# ---- mc_ctrl ----
**mc_ctrl: met3 routing**

(4 px per um) Cells faint in the background.
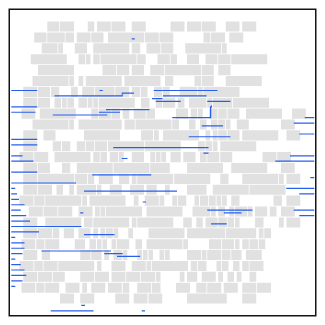

**src/rtl/mc_ctrl.sv**
```systemverilog
// Multi-cycle RV32I control FSM: sequences fetch/decode/execute/memory/write-back
// over a shared request/ready memory port, steers datapath muxes and counts retirements.
module mc_ctrl (
    input  logic        clk,
    input  logic        rst,
    input  logic [31:0] instr,
    input  logic        br_taken,
    input  logic        mem_ready,
    output logic        mem_req,
    output logic        mem_we,
    output logic        addr_sel,
    output logic        ir_we,
    output logic        pc_we,
    output logic [1:0]  pc_src,
    output logic [2:0]  imm_sel,
    output logic        alu_src_a,
    output logic        alu_src_b,
    output logic        rf_we,
    output logic [1:0]  wb_sel,
    output logic        halt,
    output logic        err,
    output logic [31:0] instret
);

    typedef enum logic [2:0] {
        S_FETCH, S_DECODE, S_EXEC, S_MEM, S_WB, S_HALT
    } state_t;

    localparam logic [6:0] OP_LUI    = 7'h37;
    localparam logic [6:0] OP_AUIPC  = 7'h17;
    localparam logic [6:0] OP_JAL    = 7'h6F;
    localparam logic [6:0] OP_JALR   = 7'h67;
    localparam logic [6:0] OP_BRANCH = 7'h63;
    localparam logic [6:0] OP_LOAD   = 7'h03;
    localparam logic [6:0] OP_STORE  = 7'h23;
    localparam logic [6:0] OP_OPIMM  = 7'h13;
    localparam logic [6:0] OP_OP     = 7'h33;
    localparam logic [6:0] OP_SYSTEM = 7'h73;

    state_t      r_state;
    logic [6:0]  r_opc;
    logic [2:0]  r_imm_sel;
    logic        r_halt;
    logic        r_err;
    logic [31:0] r_instret;

    logic [6:0]  w_opc;
    logic [2:0]  w_imm_dec;
    logic        w_legal;
    logic        w_alu_a;
    logic        w_alu_b;
    logic        w_retire;

    assign w_opc = instr[6:0];

    always_comb begin
        w_imm_dec = 3'd0;
        w_legal   = 1'b1;
        case (w_opc)
            OP_LUI, OP_AUIPC: w_imm_dec = 3'd3;
            OP_JAL:           w_imm_dec = 3'd4;
            OP_BRANCH:        w_imm_dec = 3'd2;
            OP_STORE:         w_imm_dec = 3'd1;
            OP_JALR, OP_LOAD, OP_OPIMM, OP_OP, OP_SYSTEM: w_imm_dec = 3'd0;
            default:          w_legal = 1'b0;
        endcase
    end

    // ALU operand selects depend only on the latched opcode and hold from EXEC to WB.
    assign w_alu_a = (r_opc == OP_AUIPC);
    assign w_alu_b = (r_opc == OP_AUIPC) || (r_opc == OP_OPIMM) ||
                     (r_opc == OP_LOAD)  || (r_opc == OP_STORE);

    always_comb begin
        mem_req   = 1'b0;
        mem_we    = 1'b0;
        addr_sel  = 1'b0;
        ir_we     = 1'b0;
        pc_we     = 1'b0;
        pc_src    = 2'd0;
        alu_src_a = 1'b0;
        alu_src_b = 1'b0;
        rf_we     = 1'b0;
        wb_sel    = 2'd0;
        w_retire  = 1'b0;
        case (r_state)
            S_FETCH: begin
                mem_req = 1'b1;
                // Reset aborts the fetch before the IR can be loaded.
                ir_we   = mem_ready & ~rst;
            end
            S_EXEC: begin
                alu_src_a = w_alu_a;
                alu_src_b = w_alu_b;
                case (r_opc)
                    OP_BRANCH: begin
                        pc_we    = 1'b1;
                        pc_src   = {1'b0, br_taken};
                        w_retire = 1'b1;
                    end
                    OP_JAL, OP_JALR: begin
                        rf_we    = 1'b1;
                        wb_sel   = 2'd2;
                        pc_we    = 1'b1;
                        pc_src   = (r_opc == OP_JAL) ? 2'd1 : 2'd2;
                        w_retire = 1'b1;
                    end
                    default: ;
                endcase
            end
            S_MEM: begin
                mem_req   = 1'b1;
                addr_sel  = 1'b1;
                mem_we    = (r_opc == OP_STORE);
                alu_src_a = w_alu_a;
                alu_src_b = w_alu_b;
                if (mem_ready && r_opc == OP_STORE) begin
                    pc_we    = 1'b1;
                    w_retire = 1'b1;
                end
            end
            S_WB: begin
                alu_src_a = w_alu_a;
                alu_src_b = w_alu_b;
                rf_we     = 1'b1;
                pc_we     = 1'b1;
                w_retire  = 1'b1;
                if (r_opc == OP_LUI)       wb_sel = 2'd3;
                else if (r_opc == OP_LOAD) wb_sel = 2'd1;
            end
            default: ;
        endcase
    end

    always_ff @(posedge clk or posedge rst) begin
        if (rst) begin
            r_state   <= S_FETCH;
            r_opc     <= 7'd0;
            r_imm_sel <= 3'd0;
            r_halt    <= 1'b0;
            r_err     <= 1'b0;
            r_instret <= 32'd0;
        end else begin
            case (r_state)
                S_FETCH: if (mem_ready) r_state <= S_DECODE;
                S_DECODE: begin
                    r_opc     <= w_opc;
                    r_imm_sel <= w_imm_dec;
                    if (instr == 32'h0000_0073) begin
                        r_halt  <= 1'b1;
                        r_state <= S_HALT;
                    end else if (!w_legal || w_opc == OP_SYSTEM) begin
                        r_err   <= 1'b1;
                        r_state <= S_HALT;
                    end else begin
                        r_state <= S_EXEC;
                    end
                end
                S_EXEC: begin
                    case (r_opc)
                        OP_BRANCH, OP_JAL, OP_JALR: r_state <= S_FETCH;
                        OP_LOAD, OP_STORE:          r_state <= S_MEM;
                        default:                    r_state <= S_WB;
                    endcase
                end
                S_MEM: if (mem_ready) r_state <= (r_opc == OP_LOAD) ? S_WB : S_FETCH;
                S_WB:   r_state <= S_FETCH;
                default: r_state <= S_HALT;
            endcase
            if (w_retire) r_instret <= r_instret + 32'd1;
        end
    end

    assign imm_sel = (r_state == S_DECODE) ? w_imm_dec : r_imm_sel;
    assign halt    = r_halt;
    assign err     = r_err;
    assign instret = r_instret;

endmodule
```
**config.mk**
```make
export PLATFORM = sky130hd
export DESIGN_NAME = mc_ctrl
export DESIGN_NICKNAME = d
export VERILOG_FILES = /design/src/rtl/mc_ctrl.sv
export SDC_FILE = /design/constraint.sdc
export NUM_CORES = 1
export LEC_CHECK = 0
export CAP_MARGIN = 0
export CORE_MARGIN = 2
export CORE_UTILIZATION = 49
export DETAILED_ROUTE_END_ITERATION = 12
export HOLD_SLACK_MARGIN = 0.03
export PLACE_DENSITY = 0.85
export SLEW_MARGIN = 30
export SYNTH_ARGS = -nofsm -noshare
export SYNTH_HDL_FRONTEND = slang
export SYNTH_SLANG_ARGS = --single-unit
```
**constraint.sdc**
```tcl
create_clock -name clk -period 4.2 [get_ports clk]
set_clock_uncertainty 0.2 [all_clocks]
set_input_delay 0.84 -clock clk [delete_from_list [all_inputs] [get_ports clk]]
set_output_delay 0.84 -clock clk [all_outputs]
set_load 0.02 [all_outputs]
```
# ---- mips_ex_muldiv ----
**src/rtl/mips_muldiv_pkg.sv**
```systemverilog
// mips_muldiv_pkg -- shared definitions for the EX-stage multiply/divide unit.
//   muldiv_state_t : controller states (IDLE, MUL, DIV, DONE)
//   XLEN_DEF       : default operand width
//   CNT_W_DEF      : iteration counter width for the default operand width
//   DIV0_QUOT      : quotient returned on divide by zero (all ones)
package mips_muldiv_pkg;

    localparam int unsigned XLEN_DEF  = 32;
    localparam int unsigned CNT_W_DEF = $clog2(XLEN_DEF);

    localparam logic [XLEN_DEF-1:0] DIV0_QUOT = '1;

    typedef enum logic [1:0] {
        ST_IDLE = 2'd0,
        ST_MUL  = 2'd1,
        ST_DIV  = 2'd2,
        ST_DONE = 2'd3
    } muldiv_state_t;

endpackage

```
**src/rtl/mips_ex_muldiv_div_step.sv**
```systemverilog
// mips_div_step -- one combinational restoring-division iteration.
//   rem_in  : partial remainder (always < divisor for a nonzero divisor)
//   divisor : divisor magnitude
//   dvd_bit : next dividend bit shifted into the remainder
//   rem_out : updated partial remainder
//   q_bit   : quotient bit produced by this iteration
module mips_div_step #(
    parameter int unsigned XLEN = 32
) (
    input  logic [XLEN-1:0] rem_in,
    input  logic [XLEN-1:0] divisor,
    input  logic            dvd_bit,
    output logic [XLEN-1:0] rem_out,
    output logic            q_bit
);

    logic [XLEN:0] shifted;
    logic [XLEN:0] diff;

    // With rem_in < divisor the shifted value is below 2*divisor, so the
    // difference's top bit alone tells whether the trial subtraction fits.
    always_comb begin
        shifted = {rem_in, dvd_bit};
        diff    = shifted - {1'b0, divisor};
        q_bit   = ~diff[XLEN];
        rem_out = q_bit ? diff[XLEN-1:0] : shifted[XLEN-1:0];
    end

endmodule

```
**src/rtl/mips_ex_muldiv.sv**
```systemverilog
// mips_ex_muldiv -- multi-cycle multiply/divide unit for the EX stage.
// Operands are captured once when a request is seen in IDLE; the iterative
// datapath then runs one bit per cycle while the hazard unit stalls EX.
//   clk, rst            : clock (rising edge), asynchronous active-high reset
//   ex_valid            : EX holds a valid instruction
//   ex_mul_sign         : EX instruction is MULT/MULTU (wins over divide)
//   ex_div_sign         : EX instruction is DIV/DIVU
//   ex_signed           : signed operation (MULT/DIV)
//   ex_src_a, ex_src_b  : rs / rt operands
//   ex_hi_value         : product high half / remainder
//   ex_lo_value         : product low half / quotient
//   ex_mult_complete    : one-cycle pulse, multiply result valid
//   ex_div_complete     : one-cycle pulse, divide result valid
//   muldiv_busy         : controller not idle
// Build option: MIPS_MULDIV_FAST_MUL_EN selects a single-cycle registered
// multiplier (IDLE -> DONE directly); divide is unaffected.
module mips_ex_muldiv
    import mips_muldiv_pkg::*;
#(
    parameter int unsigned XLEN = XLEN_DEF
) (
    input  logic            clk,
    input  logic            rst,
    input  logic            ex_valid,
    input  logic            ex_mul_sign,
    input  logic            ex_div_sign,
    input  logic            ex_signed,
    input  logic [XLEN-1:0] ex_src_a,
    input  logic [XLEN-1:0] ex_src_b,
    output logic [XLEN-1:0] ex_hi_value,
    output logic [XLEN-1:0] ex_lo_value,
    output logic            ex_mult_complete,
    output logic            ex_div_complete,
    output logic            muldiv_busy
);

    localparam int unsigned CNT_W = $clog2(XLEN);
    localparam logic [CNT_W-1:0] CNT_LAST = CNT_W'(XLEN - 1);

    muldiv_state_t state_q, state_d;
    logic [CNT_W-1:0] count_q, count_d;
    logic [XLEN-1:0]  acc_hi_q, acc_hi_d;   // product high / partial remainder
    logic [XLEN-1:0]  acc_lo_q, acc_lo_d;   // multiplier / dividend -> quotient
    logic [XLEN-1:0]  mag_b_q, mag_b_d;
    logic [XLEN-1:0]  src_a_q, src_a_d;     // raw dividend for divide by zero
    logic             neg_res_q, neg_res_d;
    logic             neg_rem_q, neg_rem_d;
    logic [XLEN-1:0]  hi_q, hi_d;
    logic [XLEN-1:0]  lo_q, lo_d;
    logic             mult_cmp_q, mult_cmp_d;
    logic             div_cmp_q, div_cmp_d;

    logic req_mul, req_div, hold_div;
    logic a_neg, b_neg;
    logic [XLEN-1:0]   mag_a, mag_b;
    logic [XLEN:0]     mul_sum;
    logic [XLEN-1:0]   mul_hi_nx, mul_lo_nx;
    logic [2*XLEN-1:0] mul_prod, mul_res;
    logic [XLEN-1:0]   div_rem_nx, div_lo_nx;
    logic              div_q_bit;
    logic [XLEN-1:0]   div_quot, div_rem;
`ifdef MIPS_MULDIV_FAST_MUL_EN
    logic [2*XLEN-1:0] fast_prod, fast_res;
`endif

    mips_div_step #(.XLEN(XLEN)) u_div_step (
        .rem_in  (acc_hi_q),
        .divisor (mag_b_q),
        .dvd_bit (acc_lo_q[XLEN-1]),
        .rem_out (div_rem_nx),
        .q_bit   (div_q_bit)
    );

    always_comb begin
        req_mul  = ex_valid & ex_mul_sign;
        req_div  = ex_valid & ex_div_sign & ~ex_mul_sign;
        hold_div = ex_valid & ex_div_sign;

        a_neg = ex_signed & ex_src_a[XLEN-1];
        b_neg = ex_signed & ex_src_b[XLEN-1];
        mag_a = a_neg ? -ex_src_a : ex_src_a;
        mag_b = b_neg ? -ex_src_b : ex_src_b;

        // Shift-add: the carry out of the high half shifts into the result,
        // the consumed multiplier bit shifts out of the low half.
        mul_sum   = {1'b0, acc_hi_q} + (acc_lo_q[0] ? {1'b0, mag_b_q} : '0);
        mul_hi_nx = mul_sum[XLEN:1];
        mul_lo_nx = {mul_sum[0], acc_lo_q[XLEN-1:1]};
        mul_prod  = {mul_hi_nx, mul_lo_nx};
        mul_res   = neg_res_q ? -mul_prod : mul_prod;

        div_lo_nx = {acc_lo_q[XLEN-2:0], div_q_bit};
        div_quot  = neg_res_q ? -div_lo_nx : div_lo_nx;
        div_rem   = neg_rem_q ? -div_rem_nx : div_rem_nx;

`ifdef MIPS_MULDIV_FAST_MUL_EN
        fast_prod = {{XLEN{1'b0}}, mag_a} * {{XLEN{1'b0}}, mag_b};
        fast_res  = (a_neg ^ b_neg) ? -fast_prod : fast_prod;
`endif
    end

    always_comb begin
        state_d    = state_q;
        count_d    = count_q;
        acc_hi_d   = acc_hi_q;
        acc_lo_d   = acc_lo_q;
        mag_b_d    = mag_b_q;
        src_a_d    = src_a_q;
        neg_res_d  = neg_res_q;
        neg_rem_d  = neg_rem_q;
        hi_d       = hi_q;
        lo_d       = lo_q;
        mult_cmp_d = 1'b0;
        div_cmp_d  = 1'b0;

        case (state_q)
            ST_IDLE: begin
                if (req_mul) begin
`ifdef MIPS_MULDIV_FAST_MUL_EN
                    {hi_d, lo_d} = fast_res;
                    mult_cmp_d   = 1'b1;
                    state_d      = ST_DONE;
`else
                    acc_hi_d  = '0;
                    acc_lo_d  = mag_a;
                    mag_b_d   = mag_b;
                    neg_res_d = a_neg ^ b_neg;
                    count_d   = '0;
                    state_d   = ST_MUL;
`endif
                end else if (req_div) begin
                    acc_hi_d  = '0;
                    acc_lo_d  = mag_a;
                    mag_b_d   = mag_b;
                    src_a_d   = ex_src_a;
                    neg_res_d = a_neg ^ b_neg;
                    neg_rem_d = a_neg;
                    count_d   = '0;
                    state_d   = ST_DIV;
                end
            end
            ST_MUL: begin
                if (!req_mul) begin
                    state_d = ST_IDLE;
                end else begin
                    acc_hi_d = mul_hi_nx;
                    acc_lo_d = mul_lo_nx;
                    count_d  = count_q + CNT_W'(1);
                    if (count_q == CNT_LAST) begin
                        {hi_d, lo_d} = mul_res;
                        mult_cmp_d   = 1'b1;
                        state_d      = ST_DONE;
                    end
                end
            end
            ST_DIV: begin
                if (!hold_div) begin
                    state_d = ST_IDLE;
                end else begin
                    acc_hi_d = div_rem_nx;
                    acc_lo_d = div_lo_nx;
                    count_d  = count_q + CNT_W'(1);
                    if (count_q == CNT_LAST) begin
                        // Divide by zero still runs the full iteration count.
                        if (mag_b_q == '0) begin
                            lo_d = XLEN'(DIV0_QUOT);
                            hi_d = src_a_q;
                        end else begin
                            lo_d = div_quot;
                            hi_d = div_rem;
                        end
                        div_cmp_d = 1'b1;
                        state_d   = ST_DONE;
                    end
                end
            end
            // The instruction departs on the edge ending DONE; never re-arm here.
            ST_DONE: state_d = ST_IDLE;
            default: state_d = ST_IDLE;
        endcase
    end

    always_ff @(posedge clk or posedge rst) begin
        if (rst) begin
            state_q    <= ST_IDLE;
            count_q    <= '0;
            acc_hi_q   <= '0;
            acc_lo_q   <= '0;
            mag_b_q    <= '0;
            src_a_q    <= '0;
            neg_res_q  <= 1'b0;
            neg_rem_q  <= 1'b0;
            hi_q       <= '0;
            lo_q       <= '0;
            mult_cmp_q <= 1'b0;
            div_cmp_q  <= 1'b0;
        end else begin
            state_q    <= state_d;
            count_q    <= count_d;
            acc_hi_q   <= acc_hi_d;
            acc_lo_q   <= acc_lo_d;
            mag_b_q    <= mag_b_d;
            src_a_q    <= src_a_d;
            neg_res_q  <= neg_res_d;
            neg_rem_q  <= neg_rem_d;
            hi_q       <= hi_d;
            lo_q       <= lo_d;
            mult_cmp_q <= mult_cmp_d;
            div_cmp_q  <= div_cmp_d;
        end
    end

    assign ex_hi_value      = hi_q;
    assign ex_lo_value      = lo_q;
    assign ex_mult_complete = mult_cmp_q;
    assign ex_div_complete  = div_cmp_q;
    assign muldiv_busy      = (state_q != ST_IDLE);

endmodule

```
**config.mk**
```make
export PLATFORM = sky130hd
export DESIGN_NAME = mips_ex_muldiv
export DESIGN_NICKNAME = d
export VERILOG_FILES = /design/src/rtl/mips_muldiv_pkg.sv /design/src/rtl/mips_ex_muldiv_div_step.sv /design/src/rtl/mips_ex_muldiv.sv
export SDC_FILE = /design/constraint.sdc
export NUM_CORES = 1
export LEC_CHECK = 0
export CAP_MARGIN = 40
export CORE_MARGIN = 4
export CORE_UTILIZATION = 52
export DETAILED_ROUTE_END_ITERATION = 6
export PLACE_DENSITY = 0.72
export REMOVE_ABC_BUFFERS = 1
export SETUP_SLACK_MARGIN = 0.3
export SYNTH_ARGS = -nofsm -noshare
export SYNTH_HDL_FRONTEND = slang
export SYNTH_SLANG_ARGS = --single-unit
```
**constraint.sdc**
```tcl
create_clock -name clk -period 9.3 [get_ports clk]
set_clock_uncertainty 0.05 [all_clocks]
set_input_delay 2.79 -clock clk [delete_from_list [all_inputs] [get_ports clk]]
set_output_delay 2.79 -clock clk [all_outputs]
set_load 0.02 [all_outputs]
```
# ---- alu_issue_stage ----
**src/rtl/alu_issue_stage_pkg.sv**
```systemverilog
// Shared ALU defines and small helpers for the ID/EX issue stage.
package alu_issue_stage_pkg;

  // Register index width (RISC-V style 32-entry file).
  localparam int REG_W = 5;

  // ALU operation codes shared with the ALU and the decoder.
  localparam logic [3:0] ALU_ADD  = 4'd0;
  localparam logic [3:0] ALU_SUB  = 4'd1;
  localparam logic [3:0] ALU_AND  = 4'd2;
  localparam logic [3:0] ALU_OR   = 4'd3;
  localparam logic [3:0] ALU_XOR  = 4'd4;
  localparam logic [3:0] ALU_SLL  = 4'd5;
  localparam logic [3:0] ALU_SRL  = 4'd6;
  localparam logic [3:0] ALU_SRA  = 4'd7;
  localparam logic [3:0] ALU_SLT  = 4'd8;
  localparam logic [3:0] ALU_SLTU = 4'd9;

  // True when a source register is actually read and names the given destination.
  function automatic logic src_hits(input logic use_src, input logic [REG_W-1:0] rs,
                                    input logic [REG_W-1:0] rd);
    return use_src && (rs == rd);
  endfunction

endpackage

```
**src/rtl/alu_issue_stage_fwd.sv**
```systemverilog
// Operand forwarding mux: MEM result beats WB result beats the registered read; x0 never forwards.
module fwd_select
  import alu_issue_stage_pkg::*;
#(
  parameter int N = 32
) (
  input  logic [REG_W-1:0] ex_rs,
  input  logic [N-1:0]     reg_data,
  input  logic [REG_W-1:0] mem_rd,
  input  logic             mem_reg_write,
  input  logic [N-1:0]     mem_result,
  input  logic [REG_W-1:0] wb_rd,
  input  logic             wb_reg_write,
  input  logic [N-1:0]     wb_result,
  output logic [N-1:0]     fwd_data
);

  // Pick the youngest in-flight producer of ex_rs, falling back to the register file value.
  always_comb begin
    fwd_data = reg_data;
    if (mem_reg_write && (mem_rd != '0) && (mem_rd == ex_rs)) begin
      fwd_data = mem_result;
    end else if (wb_reg_write && (wb_rd != '0) && (wb_rd == ex_rs)) begin
      fwd_data = wb_result;
    end
  end

endmodule

```
**src/rtl/alu_issue_stage.sv**
```systemverilog
// ID/EX pipeline register with load-use hazard stall, flush squash and operand forwarding.
module alu_issue_stage
  import alu_issue_stage_pkg::*;
#(
  parameter int N     = 32,
  parameter int CNT_W = 16
) (
  input  logic             clk,
  input  logic             rst_n,
  input  logic             id_valid,
  input  logic [N-1:0]     id_pc,
  input  logic [N-1:0]     id_rs1_data,
  input  logic [N-1:0]     id_rs2_data,
  input  logic [N-1:0]     id_imm,
  input  logic [REG_W-1:0] id_rs1,
  input  logic [REG_W-1:0] id_rs2,
  input  logic [REG_W-1:0] id_rd,
  input  logic             id_use_rs1,
  input  logic             id_use_rs2,
  input  logic             id_a_pc,
  input  logic             id_b_imm,
  input  logic [3:0]       id_alu_sel,
  input  logic             id_reg_write,
  input  logic             id_mem_read,
  input  logic             id_mem_write,
  input  logic             flush,
  input  logic [REG_W-1:0] mem_rd,
  input  logic [REG_W-1:0] wb_rd,
  input  logic             mem_reg_write,
  input  logic             wb_reg_write,
  input  logic [N-1:0]     mem_result,
  input  logic [N-1:0]     wb_result,
  output logic             stall_o,
  output logic [N-1:0]     alu_a,
  output logic [N-1:0]     alu_b,
  output logic [3:0]       alu_sel_o,
  output logic             ex_valid,
  output logic             ex_reg_write,
  output logic             ex_mem_read,
  output logic             ex_mem_write,
  output logic [REG_W-1:0] ex_rd,
  output logic [N-1:0]     ex_store_data,
  output logic [CNT_W-1:0] bubble_cnt
);

  logic             ex_valid_q, ex_valid_d;
  logic [N-1:0]     ex_pc_q, ex_pc_d;
  logic [N-1:0]     ex_rs1_data_q, ex_rs1_data_d;
  logic [N-1:0]     ex_rs2_data_q, ex_rs2_data_d;
  logic [N-1:0]     ex_imm_q, ex_imm_d;
  logic [REG_W-1:0] ex_rs1_q, ex_rs1_d;
  logic [REG_W-1:0] ex_rs2_q, ex_rs2_d;
  logic [REG_W-1:0] ex_rd_q, ex_rd_d;
  logic             ex_a_pc_q, ex_a_pc_d;
  logic             ex_b_imm_q, ex_b_imm_d;
  logic [3:0]       ex_alu_sel_q, ex_alu_sel_d;
  logic             ex_reg_write_q, ex_reg_write_d;
  logic             ex_mem_read_q, ex_mem_read_d;
  logic             ex_mem_write_q, ex_mem_write_d;
  logic [CNT_W-1:0] bubble_cnt_q, bubble_cnt_d;

  logic             load_use;
  logic [N-1:0]     fwd_rs1;
  logic [N-1:0]     fwd_rs2;

  // A load in EX whose destination feeds the instruction in ID cannot forward in time.
  assign load_use = ex_valid_q && ex_mem_read_q && (ex_rd_q != '0) && id_valid &&
                    (src_hits(id_use_rs1, id_rs1, ex_rd_q) || src_hits(id_use_rs2, id_rs2, ex_rd_q));

  // A redirect kills the ID instruction anyway, so holding it would be pointless.
  assign stall_o = load_use && !flush;

  // Next ID/EX contents: squash to an empty ADD slot on flush or bubble, else capture decode.
  always_comb begin
    ex_valid_d     = id_valid;
    ex_pc_d        = id_pc;
    ex_rs1_data_d  = id_rs1_data;
    ex_rs2_data_d  = id_rs2_data;
    ex_imm_d       = id_imm;
    ex_rs1_d       = id_rs1;
    ex_rs2_d       = id_rs2;
    ex_rd_d        = id_rd;
    ex_a_pc_d      = id_a_pc;
    ex_b_imm_d     = id_b_imm;
    ex_alu_sel_d   = id_alu_sel;
    ex_reg_write_d = id_reg_write;
    ex_mem_read_d  = id_mem_read;
    ex_mem_write_d = id_mem_write;
    if (flush || load_use) begin
      ex_valid_d     = 1'b0;
      ex_pc_d        = '0;
      ex_rs1_data_d  = '0;
      ex_rs2_data_d  = '0;
      ex_imm_d       = '0;
      ex_rs1_d       = '0;
      ex_rs2_d       = '0;
      ex_rd_d        = '0;
      ex_a_pc_d      = 1'b0;
      ex_b_imm_d     = 1'b0;
      ex_alu_sel_d   = ALU_ADD;
      ex_reg_write_d = 1'b0;
      ex_mem_read_d  = 1'b0;
      ex_mem_write_d = 1'b0;
    end
  end

  // Count inserted bubbles, sticking at all-ones rather than wrapping.
  always_comb begin
    bubble_cnt_d = bubble_cnt_q;
    if (stall_o && (bubble_cnt_q != '1)) begin
      bubble_cnt_d = bubble_cnt_q + CNT_W'(1);
    end
  end

  // ID/EX register and bubble counter; reset empties the slot and drops any pending stall.
  always_ff @(posedge clk or negedge rst_n) begin
    if (!rst_n) begin
      ex_valid_q     <= 1'b0;
      ex_pc_q        <= '0;
      ex_rs1_data_q  <= '0;
      ex_rs2_data_q  <= '0;
      ex_imm_q       <= '0;
      ex_rs1_q       <= '0;
      ex_rs2_q       <= '0;
      ex_rd_q        <= '0;
      ex_a_pc_q      <= 1'b0;
      ex_b_imm_q     <= 1'b0;
      ex_alu_sel_q   <= ALU_ADD;
      ex_reg_write_q <= 1'b0;
      ex_mem_read_q  <= 1'b0;
      ex_mem_write_q <= 1'b0;
      bubble_cnt_q   <= '0;
    end else begin
      ex_valid_q     <= ex_valid_d;
      ex_pc_q        <= ex_pc_d;
      ex_rs1_data_q  <= ex_rs1_data_d;
      ex_rs2_data_q  <= ex_rs2_data_d;
      ex_imm_q       <= ex_imm_d;
      ex_rs1_q       <= ex_rs1_d;
      ex_rs2_q       <= ex_rs2_d;
      ex_rd_q        <= ex_rd_d;
      ex_a_pc_q      <= ex_a_pc_d;
      ex_b_imm_q     <= ex_b_imm_d;
      ex_alu_sel_q   <= ex_alu_sel_d;
      ex_reg_write_q <= ex_reg_write_d;
      ex_mem_read_q  <= ex_mem_read_d;
      ex_mem_write_q <= ex_mem_write_d;
      bubble_cnt_q   <= bubble_cnt_d;
    end
  end

  fwd_select #(.N(N)) u_fwd_rs1 (
    .ex_rs         (ex_rs1_q),
    .reg_data      (ex_rs1_data_q),
    .mem_rd        (mem_rd),
    .mem_reg_write (mem_reg_write),
    .mem_result    (mem_result),
    .wb_rd         (wb_rd),
    .wb_reg_write  (wb_reg_write),
    .wb_result     (wb_result),
    .fwd_data      (fwd_rs1)
  );

  fwd_select #(.N(N)) u_fwd_rs2 (
    .ex_rs         (ex_rs2_q),
    .reg_data      (ex_rs2_data_q),
    .mem_rd        (mem_rd),
    .mem_reg_write (mem_reg_write),
    .mem_result    (mem_result),
    .wb_rd         (wb_rd),
    .wb_reg_write  (wb_reg_write),
    .wb_result     (wb_result),
    .fwd_data      (fwd_rs2)
  );

  assign alu_a         = ex_a_pc_q  ? ex_pc_q  : fwd_rs1;
  assign alu_b         = ex_b_imm_q ? ex_imm_q : fwd_rs2;
  assign ex_store_data = fwd_rs2;
  assign alu_sel_o     = ex_alu_sel_q;
  assign ex_valid      = ex_valid_q;
  assign ex_reg_write  = ex_reg_write_q;
  assign ex_mem_read   = ex_mem_read_q;
  assign ex_mem_write  = ex_mem_write_q;
  assign ex_rd         = ex_rd_q;
  assign bubble_cnt    = bubble_cnt_q;

endmodule

```
**config.mk**
```make
export PLATFORM = sky130hd
export DESIGN_NAME = alu_issue_stage
export DESIGN_NICKNAME = d
export VERILOG_FILES = /design/src/rtl/alu_issue_stage_pkg.sv /design/src/rtl/alu_issue_stage_fwd.sv /design/src/rtl/alu_issue_stage.sv
export SDC_FILE = /design/constraint.sdc
export NUM_CORES = 1
export LEC_CHECK = 0
export ABC_AREA = 1
export CAP_MARGIN = 20
export CORE_UTILIZATION = 35
export CTS_CLUSTER_DIAMETER = 100
export DETAILED_ROUTE_END_ITERATION = 16
export GPL_TIMING_DRIVEN = 0
export PLACE_DENSITY = 0.76
export SETUP_SLACK_MARGIN = 0.15
export SYNTH_ARGS = -nofsm -noshare
export SYNTH_HDL_FRONTEND = slang
export SYNTH_SLANG_ARGS = --single-unit
export TNS_END_PERCENT = 30
```
**constraint.sdc**
```tcl
create_clock -name clk -period 2.3 [get_ports clk]
set_input_delay 0.46 -clock clk [delete_from_list [all_inputs] [get_ports clk]]
set_output_delay 0.46 -clock clk [all_outputs]
set_load 0.01 [all_outputs]
```
# ---- fetch_unit ----
$ cat src/rtl/fetch_unit.sv
// Instruction fetch unit: one outstanding instruction-memory read, a one-entry
// output register to decode, and jump/jump-register/branch redirects with kill.
module fetch_unit #(
  parameter logic [31:0] RESET_PC = 32'h0000_0000
) (
  input  logic        clk,
  input  logic        rst_n,
  input  logic [2:0]  pc_control,
  input  logic        ctrl_valid,
  input  logic [25:0] target_addr,
  input  logic [31:0] jr_addr,
  output logic        imem_req,
  output logic [31:0] imem_addr,
  input  logic        imem_ready,
  input  logic        imem_rvalid,
  input  logic [31:0] imem_rdata,
  output logic [31:0] instruction,
  output logic [31:0] pc,
  output logic        instr_valid,
  input  logic        instr_ready,
  output logic [1:0]  dbg_state_o
);

  // Handshakes: imem request is accepted on a cycle with imem_req & imem_ready;
  // exactly one imem_rvalid beat returns per accepted request; decode takes the
  // instruction/pc pair on a cycle with instr_valid & instr_ready.
  typedef enum logic [1:0] {IDLE, REQ, WAIT, HOLD} state_e;

  state_e      state_q, state_d;
  logic [31:0] fetch_pc_q, fetch_pc_d;
  logic [31:0] issued_pc_q, issued_pc_d;
  logic        kill_q, kill_d;
  logic [31:0] instr_q, instr_d;
  logic [31:0] pc_q, pc_d;
  logic        valid_q, valid_d;

  logic        redirect;
  logic [31:0] target;

  assign redirect = ctrl_valid &&
                    (pc_control == 3'b001 || pc_control == 3'b010 || pc_control == 3'b011);

  // Branch offset is a signed word offset relative to the instruction after pc.
  always_comb begin
    target = 32'h0;
    case (pc_control)
      3'b001:  target = {pc_q[31:28], target_addr, 2'b00};
      3'b010:  target = jr_addr & 32'hFFFF_FFFC;
      3'b011:  target = pc_q + 32'd4 + {{14{target_addr[15]}}, target_addr[15:0], 2'b00};
      default: target = 32'h0;
    endcase
  end

  always_comb begin
    state_d     = state_q;
    fetch_pc_d  = redirect ? target : fetch_pc_q;
    issued_pc_d = issued_pc_q;
    kill_d      = kill_q;
    instr_d     = instr_q;
    pc_d        = pc_q;
    valid_d     = valid_q;
    imem_req    = 1'b0;
    case (state_q)
      IDLE: state_d = REQ;
      REQ: begin
        imem_req = 1'b1;
        if (imem_ready) begin
          state_d     = WAIT;
          issued_pc_d = fetch_pc_q;
          kill_d      = redirect;
          if (!redirect) fetch_pc_d = fetch_pc_q + 32'd4;
        end
      end
      WAIT: begin
        if (imem_rvalid) begin
          if (kill_q || redirect) begin
            kill_d  = 1'b0;
            state_d = REQ;
          end else begin
            instr_d = imem_rdata;
            pc_d    = issued_pc_q;
            valid_d = 1'b1;
            state_d = HOLD;
          end
        end else if (redirect) begin
          kill_d = 1'b1;
        end
      end
      HOLD: begin
        if (redirect || instr_ready) begin
          valid_d = 1'b0;
          state_d = REQ;
        end
      end
      default: state_d = IDLE;
    endcase
  end

  always_ff @(posedge clk or negedge rst_n) begin
    if (!rst_n) begin
      state_q     <= IDLE;
      fetch_pc_q  <= RESET_PC;
      issued_pc_q <= RESET_PC;
      kill_q      <= 1'b0;
      instr_q     <= 32'h0;
      pc_q        <= 32'h0;
      valid_q     <= 1'b0;
    end else begin
      state_q     <= state_d;
      fetch_pc_q  <= fetch_pc_d;
      issued_pc_q <= issued_pc_d;
      kill_q      <= kill_d;
      instr_q     <= instr_d;
      pc_q        <= pc_d;
      valid_q     <= valid_d;
    end
  end

  assign imem_addr   = fetch_pc_q;
  assign instruction = instr_q;
  assign pc          = pc_q;
  assign instr_valid = valid_q;
  assign dbg_state_o = state_q;

endmodule
$ cat config.mk
export PLATFORM = sky130hd
export DESIGN_NAME = fetch_unit
export DESIGN_NICKNAME = d
export VERILOG_FILES = /design/src/rtl/fetch_unit.sv
export SDC_FILE = /design/constraint.sdc
export NUM_CORES = 1
export LEC_CHECK = 0
export CAP_MARGIN = 40
export CELL_PAD_IN_SITES_DETAIL_PLACEMENT = 1
export CELL_PAD_IN_SITES_GLOBAL_PLACEMENT = 2
export CORE_ASPECT_RATIO = 0.75
export CORE_UTILIZATION = 31
export DETAILED_ROUTE_END_ITERATION = 16
export GPL_TIMING_DRIVEN = 0
export PLACE_DENSITY = 0.89
export SYNTH_ARGS = -nofsm -noshare
export SYNTH_HDL_FRONTEND = slang
export SYNTH_SLANG_ARGS = --single-unit
$ cat constraint.sdc
create_clock -name clk -period 2.8 [get_ports clk]
set_input_delay 0.56 -clock clk [delete_from_list [all_inputs] [get_ports clk]]
set_output_delay 0.56 -clock clk [all_outputs]
set_load 0.01 [all_outputs]

==> gallery <==
M2 wires.
panel A
(1.5 px per um)
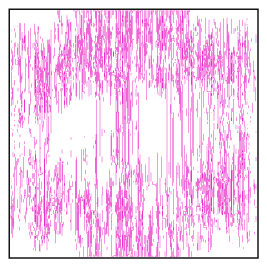
panel B
(1.5 px per um)
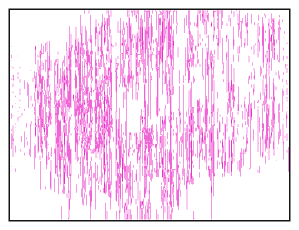
panel C
(4 px per um)
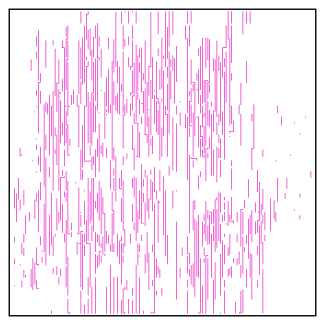
panel D
(1.5 px per um)
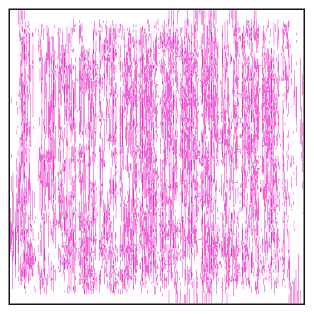
alu_issue_stage is panel A.
mc_ctrl is panel C.
fetch_unit is panel B.
mips_ex_muldiv is panel D.
Of these, largest die: panel D
Of these, smallest die: panel C

**mips_ex_muldiv: met3 routing**

(1.5 px per um) Cells faint in the background.
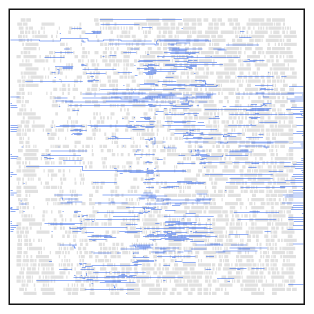
nets with wire on the layer: 362
main direction: horizontal

==> impl_table.tex, mips_ex_muldiv <==
% Implementation results table
\begin{tabular}{lr}
\hline
Metric & Value \\
\hline
\multicolumn{2}{l}{\textbf{Synth}} \\
Largest area contributor in the netlist & sky130\_fd\_sc\_hd\_\_dfrtp\_1 \\
Most used flip-flop cell after synthesis & sky130\_fd\_sc\_hd\_\_dfrtp\_1 \\
FF+latch count, synth & approximately 200 \\
Sequential cell area fraction in the yosys report & 27.72\% \\
Synthesized chip area reported by yosys & 18320 um2 \\
\multicolumn{2}{l}{\textbf{Routing}} \\
Number of nets with antenna violations after routing & 0 \\
Drt initial violations & 2075 \\
\multicolumn{2}{l}{\textbf{Layout}} \\
Proportion of cell area occupied by registers & 24.45\% \\
Synth-to-layout area growth & 13.42\% \\
Layout Cells excl Fill & $\sim$2900 \\
\multicolumn{2}{l}{\textbf{Setup path}} \\
Worst EP arrival & 7.46 ns \\
CP delay by family, top & AND-OR/OR-AND gates \\
\multicolumn{2}{l}{\textbf{Die}} \\
Starting density of the core & 52.91\% \\
\multicolumn{2}{l}{\textbf{Placement}} \\
Dpl ws & 2.546 ns \\
Placed Cells & 2849 \\
\multicolumn{2}{l}{\textbf{STA}} \\
Max Clock Freq & 141.3 MHz \\
Setup repair after global routing missed its margin & false \\
\multicolumn{2}{l}{\textbf{Global routing}} \\
First-pass GRT wire length & 104400 um \\
\multicolumn{2}{l}{\textbf{Run status}} \\
Result of the run & completed \\
\multicolumn{2}{l}{\textbf{Power and ir drop}} \\
Clock Power & 1060 uW \\
\multicolumn{2}{l}{\textbf{CTS}} \\
Number of buffers created by CTS & 26 \\
Clock tree from TritonCTS & built \\
\hline
\end{tabular}
## mips_ex_muldiv: layer usage
layer | track usage [%] | wire length (um)
met1 | 43.25 | 26520
met2 | 56.41 | 31160
met3 | 4.757 | 5518
met4 | 15.80 | 3638
met5 | 0 | 0
## mips_ex_muldiv: worst max path at each step
| stage | from | to | slack, ns | depth (start not counted) |
|---|---|---|---|---|
| 3_5_place_dp | acc_lo_q[31] | ex_hi_value[24] | 2.55 | 25 |
| 2_1_floorplan | rst | acc_hi_q[0] | 0.92 | 1 |
| 3_3_place_gp | ex_src_a[2] | acc_lo_q[29] | 2.87 | 12 |
| 4_1_cts | acc_lo_q[31] | ex_hi_value[24] | 2.51 | 25 |
| 5_1_grt | acc_lo_q[31] | ex_hi_value[24] | 1.85 | 25 |
| 6_report | acc_lo_q[31] | ex_hi_value[24] | 2.22 | 25 |
## mips_ex_muldiv: through the flow
stage | instance area (um2) | total power (uW)
finish | 20780 | 5351
detailed placement | 19900 | 4222
floorplan | 17650 | 3305
global route | 20780 | 5693
global placement | 19820 | 4167
CTS | 20780 | 5292
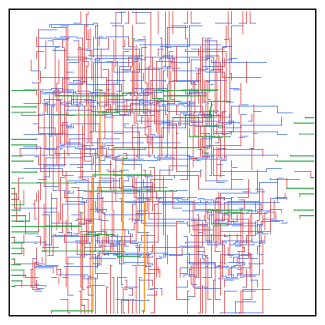
**Above:** mc_ctrl (routed metal, one color a layer).
(4 px per um)
legend:
  red:
    layer: M2
    wire_length: 3270 um
  green:
    layer: M3
    wire_length: 412 um
  orange:
    layer: M4
    wire_length: 147 um
  blue:
    layer: M1
    wire_length: 2670 um

About 'met3 routing' of mc_ctrl:
nets with wire on the layer: 60
main direction: horizontal
wire length on this layer: 412 um
longest straight run: 23.5 um

==> impl_table.tex, mc_ctrl <==
% Implementation results table
\begin{tabular}{lr}
\hline
Metric & Value \\
\hline
\multicolumn{2}{l}{\textbf{Power and ir drop}} \\
Seq pwr share & 54.9\% \\
Relative contribution of the clock network to total power & 38.6\% \\
\multicolumn{2}{l}{\textbf{Synth}} \\
FF+latch count, synth & about 47 \\
\multicolumn{2}{l}{\textbf{STA}} \\
Hold WS & 0.2844 ns \\
Actual slew at the worst max-slew pin & $\sim$0.76 ns \\
Post-layout period usage of the worst path & 90.02\% \\
\multicolumn{2}{l}{\textbf{Die}} \\
Core region area & 5075 um2 \\
Floorplan die height & 76.23 um \\
Horiz. Die Dim & 76.23 um \\
\multicolumn{2}{l}{\textbf{Routing}} \\
Sum of met2 wire segment lengths after detailed routing & $\sim$3300 um \\
Length of the first detailed-routing pass in iterations & 4 \\
Post-detailed-route DRC marker count & 0 \\
\multicolumn{2}{l}{\textbf{CTS}} \\
Clock tree from TritonCTS & built \\
Post-CTS setup repair buffer count & 0 \\
\multicolumn{2}{l}{\textbf{Setup path}} \\
Most repeated library cell on the critical path & sky130\_fd\_sc\_hd\_\_clkdlybuf4s50\_1 \\
Worst Setup Path Type & input pin to output port \\
Cell at the slowest stage of the critical path & sky130\_fd\_sc\_hd\_\_clkdlybuf4s50\_1 \\
\multicolumn{2}{l}{\textbf{Layout}} \\
Commonest cells after routing, fill and taps aside & 84 x sky130\_fd\_sc\_hd\_\_clkdlybuf4s50\_1, 47 x sky130\_fd\_sc\_hd\_\_dfrtp\_1, 45 x sky130\_fd\_sc\_hd\_\_nand2\_1 \\
\multicolumn{2}{l}{\textbf{Global routing}} \\
First-pass GRT wire length & 10760 um \\
\multicolumn{2}{l}{\textbf{Run status}} \\
Result of the run & completed \\
\multicolumn{2}{l}{\textbf{Placement}} \\
IO Port Bufs & about 84 \\
\hline
\end{tabular}
## mc_ctrl: cell usage after synthesis, types with 3 or more instances
library cell,instances
sky130_fd_sc_hd__nand3_1,16
sky130_fd_sc_hd__o21ai_0,7
sky130_fd_sc_hd__clkbuf_1,8
sky130_fd_sc_hd__xor2_1,25
sky130_fd_sc_hd__nand2_1,45
sky130_fd_sc_hd__nor3b_1,3
sky130_fd_sc_hd__nor3_1,16
sky130_fd_sc_hd__xnor2_1,6
sky130_fd_sc_hd__nor2_1,13
sky130_fd_sc_hd__nor4b_1,4
sky130_fd_sc_hd__dfrtp_1,47
sky130_fd_sc_hd__nor4_1,13
sky130_fd_sc_hd__and3_1,3
sky130_fd_sc_hd__inv_1,8
sky130_fd_sc_hd__a21oi_1,8
sky130_fd_sc_hd__nand4_1,12
## mc_ctrl: per-layer routing
metal,up-vias,GRT usage [%]
met4,0,9.273
met1,1133,30.01
met3,12,4.028
met2,91,38.67
met5,-,0
li1,1131,-
## mc_ctrl: sequential cells by signal, indices dropped and copies added, names as in the netlist
name	flops
r_state	3
err	1
r_imm_sel	3
instret	32
halt	1
r_opc	7
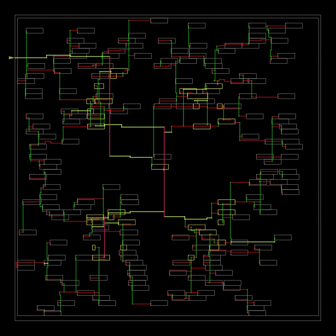
**Above:** alu_issue_stage (clock wiring as the flow saved it).
total number of clock tree sinks: 169
final clock skew: 0.01341 ns
clock buffers: 20

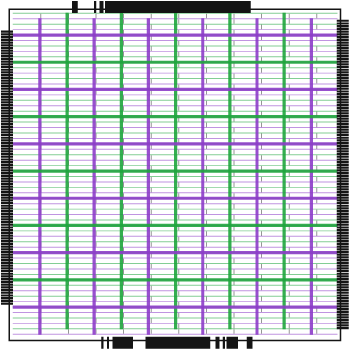
**Above:** alu_issue_stage (power grid).
(2 px per um) Pins as bars on the die edge. Tap cells in gray.
legend:
  purple:
    net: VSS
  green:
    net: VDD
signal pins: 360
met1 rails: 60
met5 straps: 11
maximum resistive drop on vdd: 0.3800 mV
core region area: 26060 um2
Horiz. Die Dim: 164.8 um
floorplan die height: 164.8 um

==> impl_table.tex, alu_issue_stage <==
% Implementation results table
\begin{tabular}{lr}
\hline
Metric & Value \\
\hline
\multicolumn{2}{l}{\textbf{CTS}} \\
Clock-pin transition on the worst setup and hold timing paths & 0.07 ns \\
Clock Root Buffer & sky130\_fd\_sc\_hd\_\_clkbuf\_16 \\
\multicolumn{2}{l}{\textbf{Routing}} \\
Drt initial violations & 594 \\
Routed vias & about 10000 \\
\multicolumn{2}{l}{\textbf{STA}} \\
Final WS setup & -0.4546 ns \\
Setup Viol. Count Final & 96 \\
Relative slew margins & 54.48\% \\
\multicolumn{2}{l}{\textbf{Global routing}} \\
Met2 Use GR & 45.47\% \\
First-pass GRT wire length & 53240 um \\
\multicolumn{2}{l}{\textbf{Synth}} \\
Top-count cell post-synth & sky130\_fd\_sc\_hd\_\_nand2\_1 \\
Synthesized chip area reported by yosys & just over 9000 um2 \\
Synth Area in Compound Gates & 3.330\% \\
Count of library flops with an enable pin & 0 \\
Floorplan Nets & 1491 \\
Largest area contributor in the netlist & sky130\_fd\_sc\_hd\_\_dfrtp\_1 \\
\multicolumn{2}{l}{\textbf{Run status}} \\
Violated checks & setup timing \\
Result of the run & finished with violations \\
\multicolumn{2}{l}{\textbf{Placement}} \\
Cell area after placement & 13330 um2 \\
\multicolumn{2}{l}{\textbf{Setup path}} \\
Reg-to-reg critical path startpoint & ex\_rd[4] \\
\multicolumn{2}{l}{\textbf{Power and ir drop}} \\
Overall Power & $\sim$7900 uW \\
\hline
\end{tabular}
alu_issue_stage: power by group:
group / total, uW / switching [uW] / internal, uW
Sequential: 3170 / 59.8 / 3110
Combinational: 1850 / 928 / 921
Clock: 2900 / 1310 / 1590
Total: 7910 / 2300 / 5610
alu_issue_stage: state kept, by name, summed over array words and instances (netlist names):
signal	count
ex_mem_write	1
alu_sel_o	4
ex_pc_q	32
ex_rs2_data_q	32
ex_rs2_q	5
ex_rs1_q	5
ex_rs1_data_q	32
ex_valid	1
bubble_cnt	16
ex_mem_read	1
ex_a_pc_q	1
ex_imm_q	32
ex_reg_write	1
ex_b_imm_q	1
ex_rd	5
alu_issue_stage: metrics by stage:
step | util (%) | setup slack, ns
after floorplan | - | 0.4505
after global placement | 51.02 | -6.178
after detailed placement | 51.14 | -1.375
after CTS | 55.91 | -0.4534
after global routing | 57.80 | -0.5563
final | 57.80 | -0.4546
alu_issue_stage: area by class of cell:
type | instances | area, um2
multi-input cells | 813 | 4623
diodes | 2 | 5.005
plain buffers | 65 | 564.3
clock buffers | 20 | 456.7
clock inverters | 12 | 130.1
inverters | 207 | 779.5
fillers | 2354 | 11000
flip-flops and latches | 169 | 4230
repair buffers | 401 | 3852
well taps | 335 | 419.2
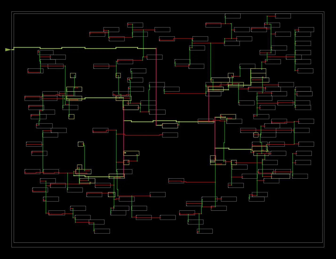
**Above:** fetch_unit (clock wiring as the flow saved it).
seq_cells: 132
final clock skew: 0.01277 ns

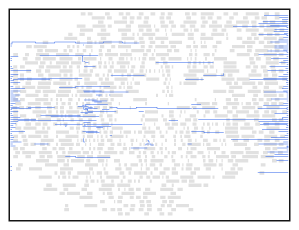
**Above:** fetch_unit (met3 routing).
(1.5 px per um) Cells faint in the background.
longest straight run: 56.1 um
main direction: horizontal

==> impl_table.tex, fetch_unit <==
% Implementation results table
\begin{tabular}{lr}
\hline
Metric & Value \\
\hline
\multicolumn{2}{l}{\textbf{Run status}} \\
Result of the run & completed \\
\multicolumn{2}{l}{\textbf{Synth}} \\
Floorplan Nets & around 890 \\
Total standard cell area after synthesis & $\sim$8000 um2 \\
Yosys cell count & 725 \\
Synth Area in Simple Gates & 8.352\% \\
Portion of synthesized cell area occupied by the leading cell type & a little over two fifths \\
Synthesized chip area reported by yosys & 7865 um2 \\
FF+latch count, synth & about 130 \\
\multicolumn{2}{l}{\textbf{Routing}} \\
Routed vias & 6906 \\
Length of the first detailed-routing pass in iterations & 5 \\
\multicolumn{2}{l}{\textbf{CTS}} \\
Clk\_lat worst skew & 0.43 ns \\
H-tree Lvls & 4 \\
\multicolumn{2}{l}{\textbf{Layout}} \\
MI comb area & 4853 um2 \\
Most instantiated logic cell after routing & sky130\_fd\_sc\_hd\_\_clkdlybuf4s50\_1 \\
Cell area after layout & around 12000 um2 \\
\multicolumn{2}{l}{\textbf{Setup path}} \\
CP max stage delay & approximately 0.43 ns \\
\multicolumn{2}{l}{\textbf{Power and ir drop}} \\
Overall Power & 12460 uW \\
\multicolumn{2}{l}{\textbf{Placement}} \\
Placed Cells & 1260 \\
\hline
\end{tabular}
-- fetch_unit: sequential cells by signal, summed over array words and instances (netlist names) --
| signal | cells |
|---|---|
| imem_addr | 32 |
| instr_valid | 1 |
| instruction | 32 |
| dbg_state_o | 2 |
| issued_pc_q | 32 |
| pc | 32 |
| kill_q | 1 |
-- fetch_unit: final timing paths --
kind                                 start              end  slack (ns)
min                                  rst_n   issued_pc_q[6]        0.07
max reg2reg                          pc[8]    imem_addr[29]       0.007
max in group asynchronous            rst_n    imem_addr[31]        1.89
min reg2reg                issued_pc_q[21]  issued_pc_q[21]        0.48
min in group clk           issued_pc_q[21]  issued_pc_q[21]        0.48
max                                  pc[8]    imem_addr[29]       0.007
-- fetch_unit: where the power goes --
group | switching [uW] | internal, uW
clock | 994 | 1430
combinational | 3080 | 3560
sequential | 691 | 2710
total | 4760 | 7700
-- fetch_unit: what timing repair did --
item	CTS	global route
hold buffers	0	0
buffers inserted	10	18
pin swaps	40	34
resized	77	37
endpoints found under the setup margin	54	20
-- fetch_unit: routing by layer --
metal  track usage (%)  wire, um  vias to the layer above
li1                  -         -                     3148
met1             30.55     13220                     3508
met2             35.86     13360                      222
met3             4.342      1768                       26
met4             3.538       207                        2
met5                 0        13                        -


==> gallery <==
Power grid.
shot_01.png
(2 px per um) Pins as bars on the die edge. Tap cells in gray.
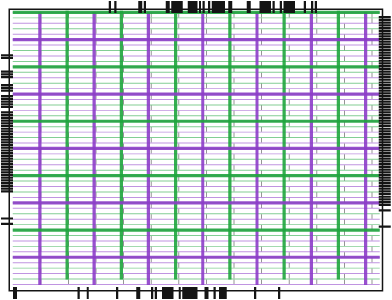
shot_02.png
(4 px per um) Pins as bars on the die edge. Tap cells in gray.
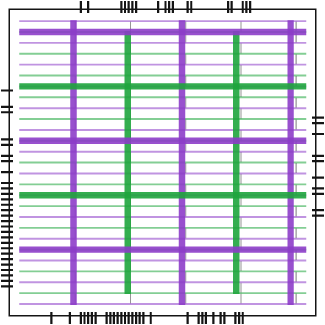
shot_03.png
(2 px per um) Pins as bars on the die edge. Tap cells in gray.
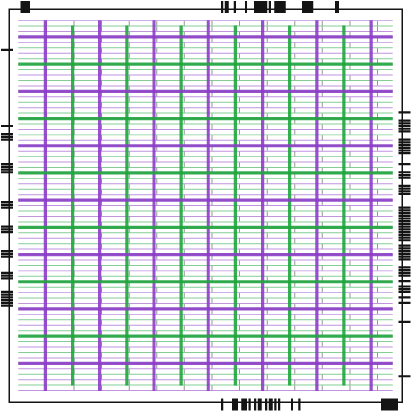
fetch_unit is shot_01.png.
mc_ctrl is shot_02.png.
mips_ex_muldiv is shot_03.png.
The one with the smallest die is shot_02.png.
The one with the most pins is shot_01.png.


==> screenshots <==
Routed metal, one color a layer.
(2 px per um)
picture 1
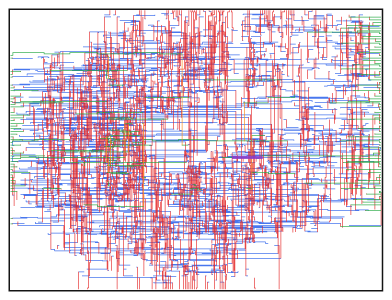
picture 2
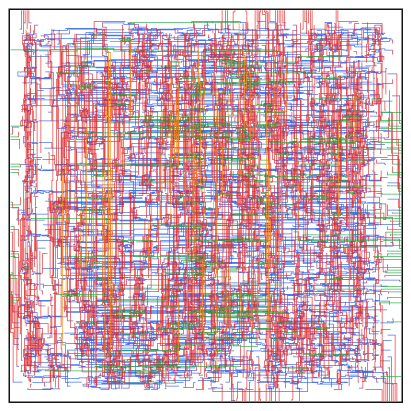
picture 3
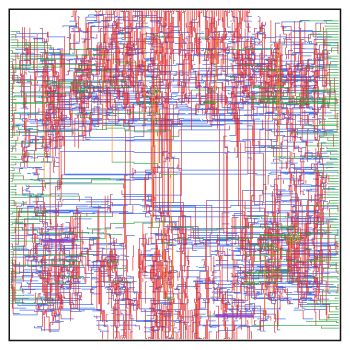
The one with the largest die is picture 2.
The one with the most wire is picture 2.
| from | picture |
|---|---|
| mips_ex_muldiv | picture 2 |
| fetch_unit | picture 1 |
| alu_issue_stage | picture 3 |

Key to picture 1:
legend:
  green:
    layer: M3
    wire_length: 1770 um
  red:
    layer: M2
    wire_length: 13400 um
  orange:
    layer: M4
    wire_length: 207 um
  blue:
    layer: M1
    wire_length: 13200 um
  purple:
    layer: M5
    wire_length: 13.8 um

Power figures rest on the tool's default switching activity, not on a simulated workload.
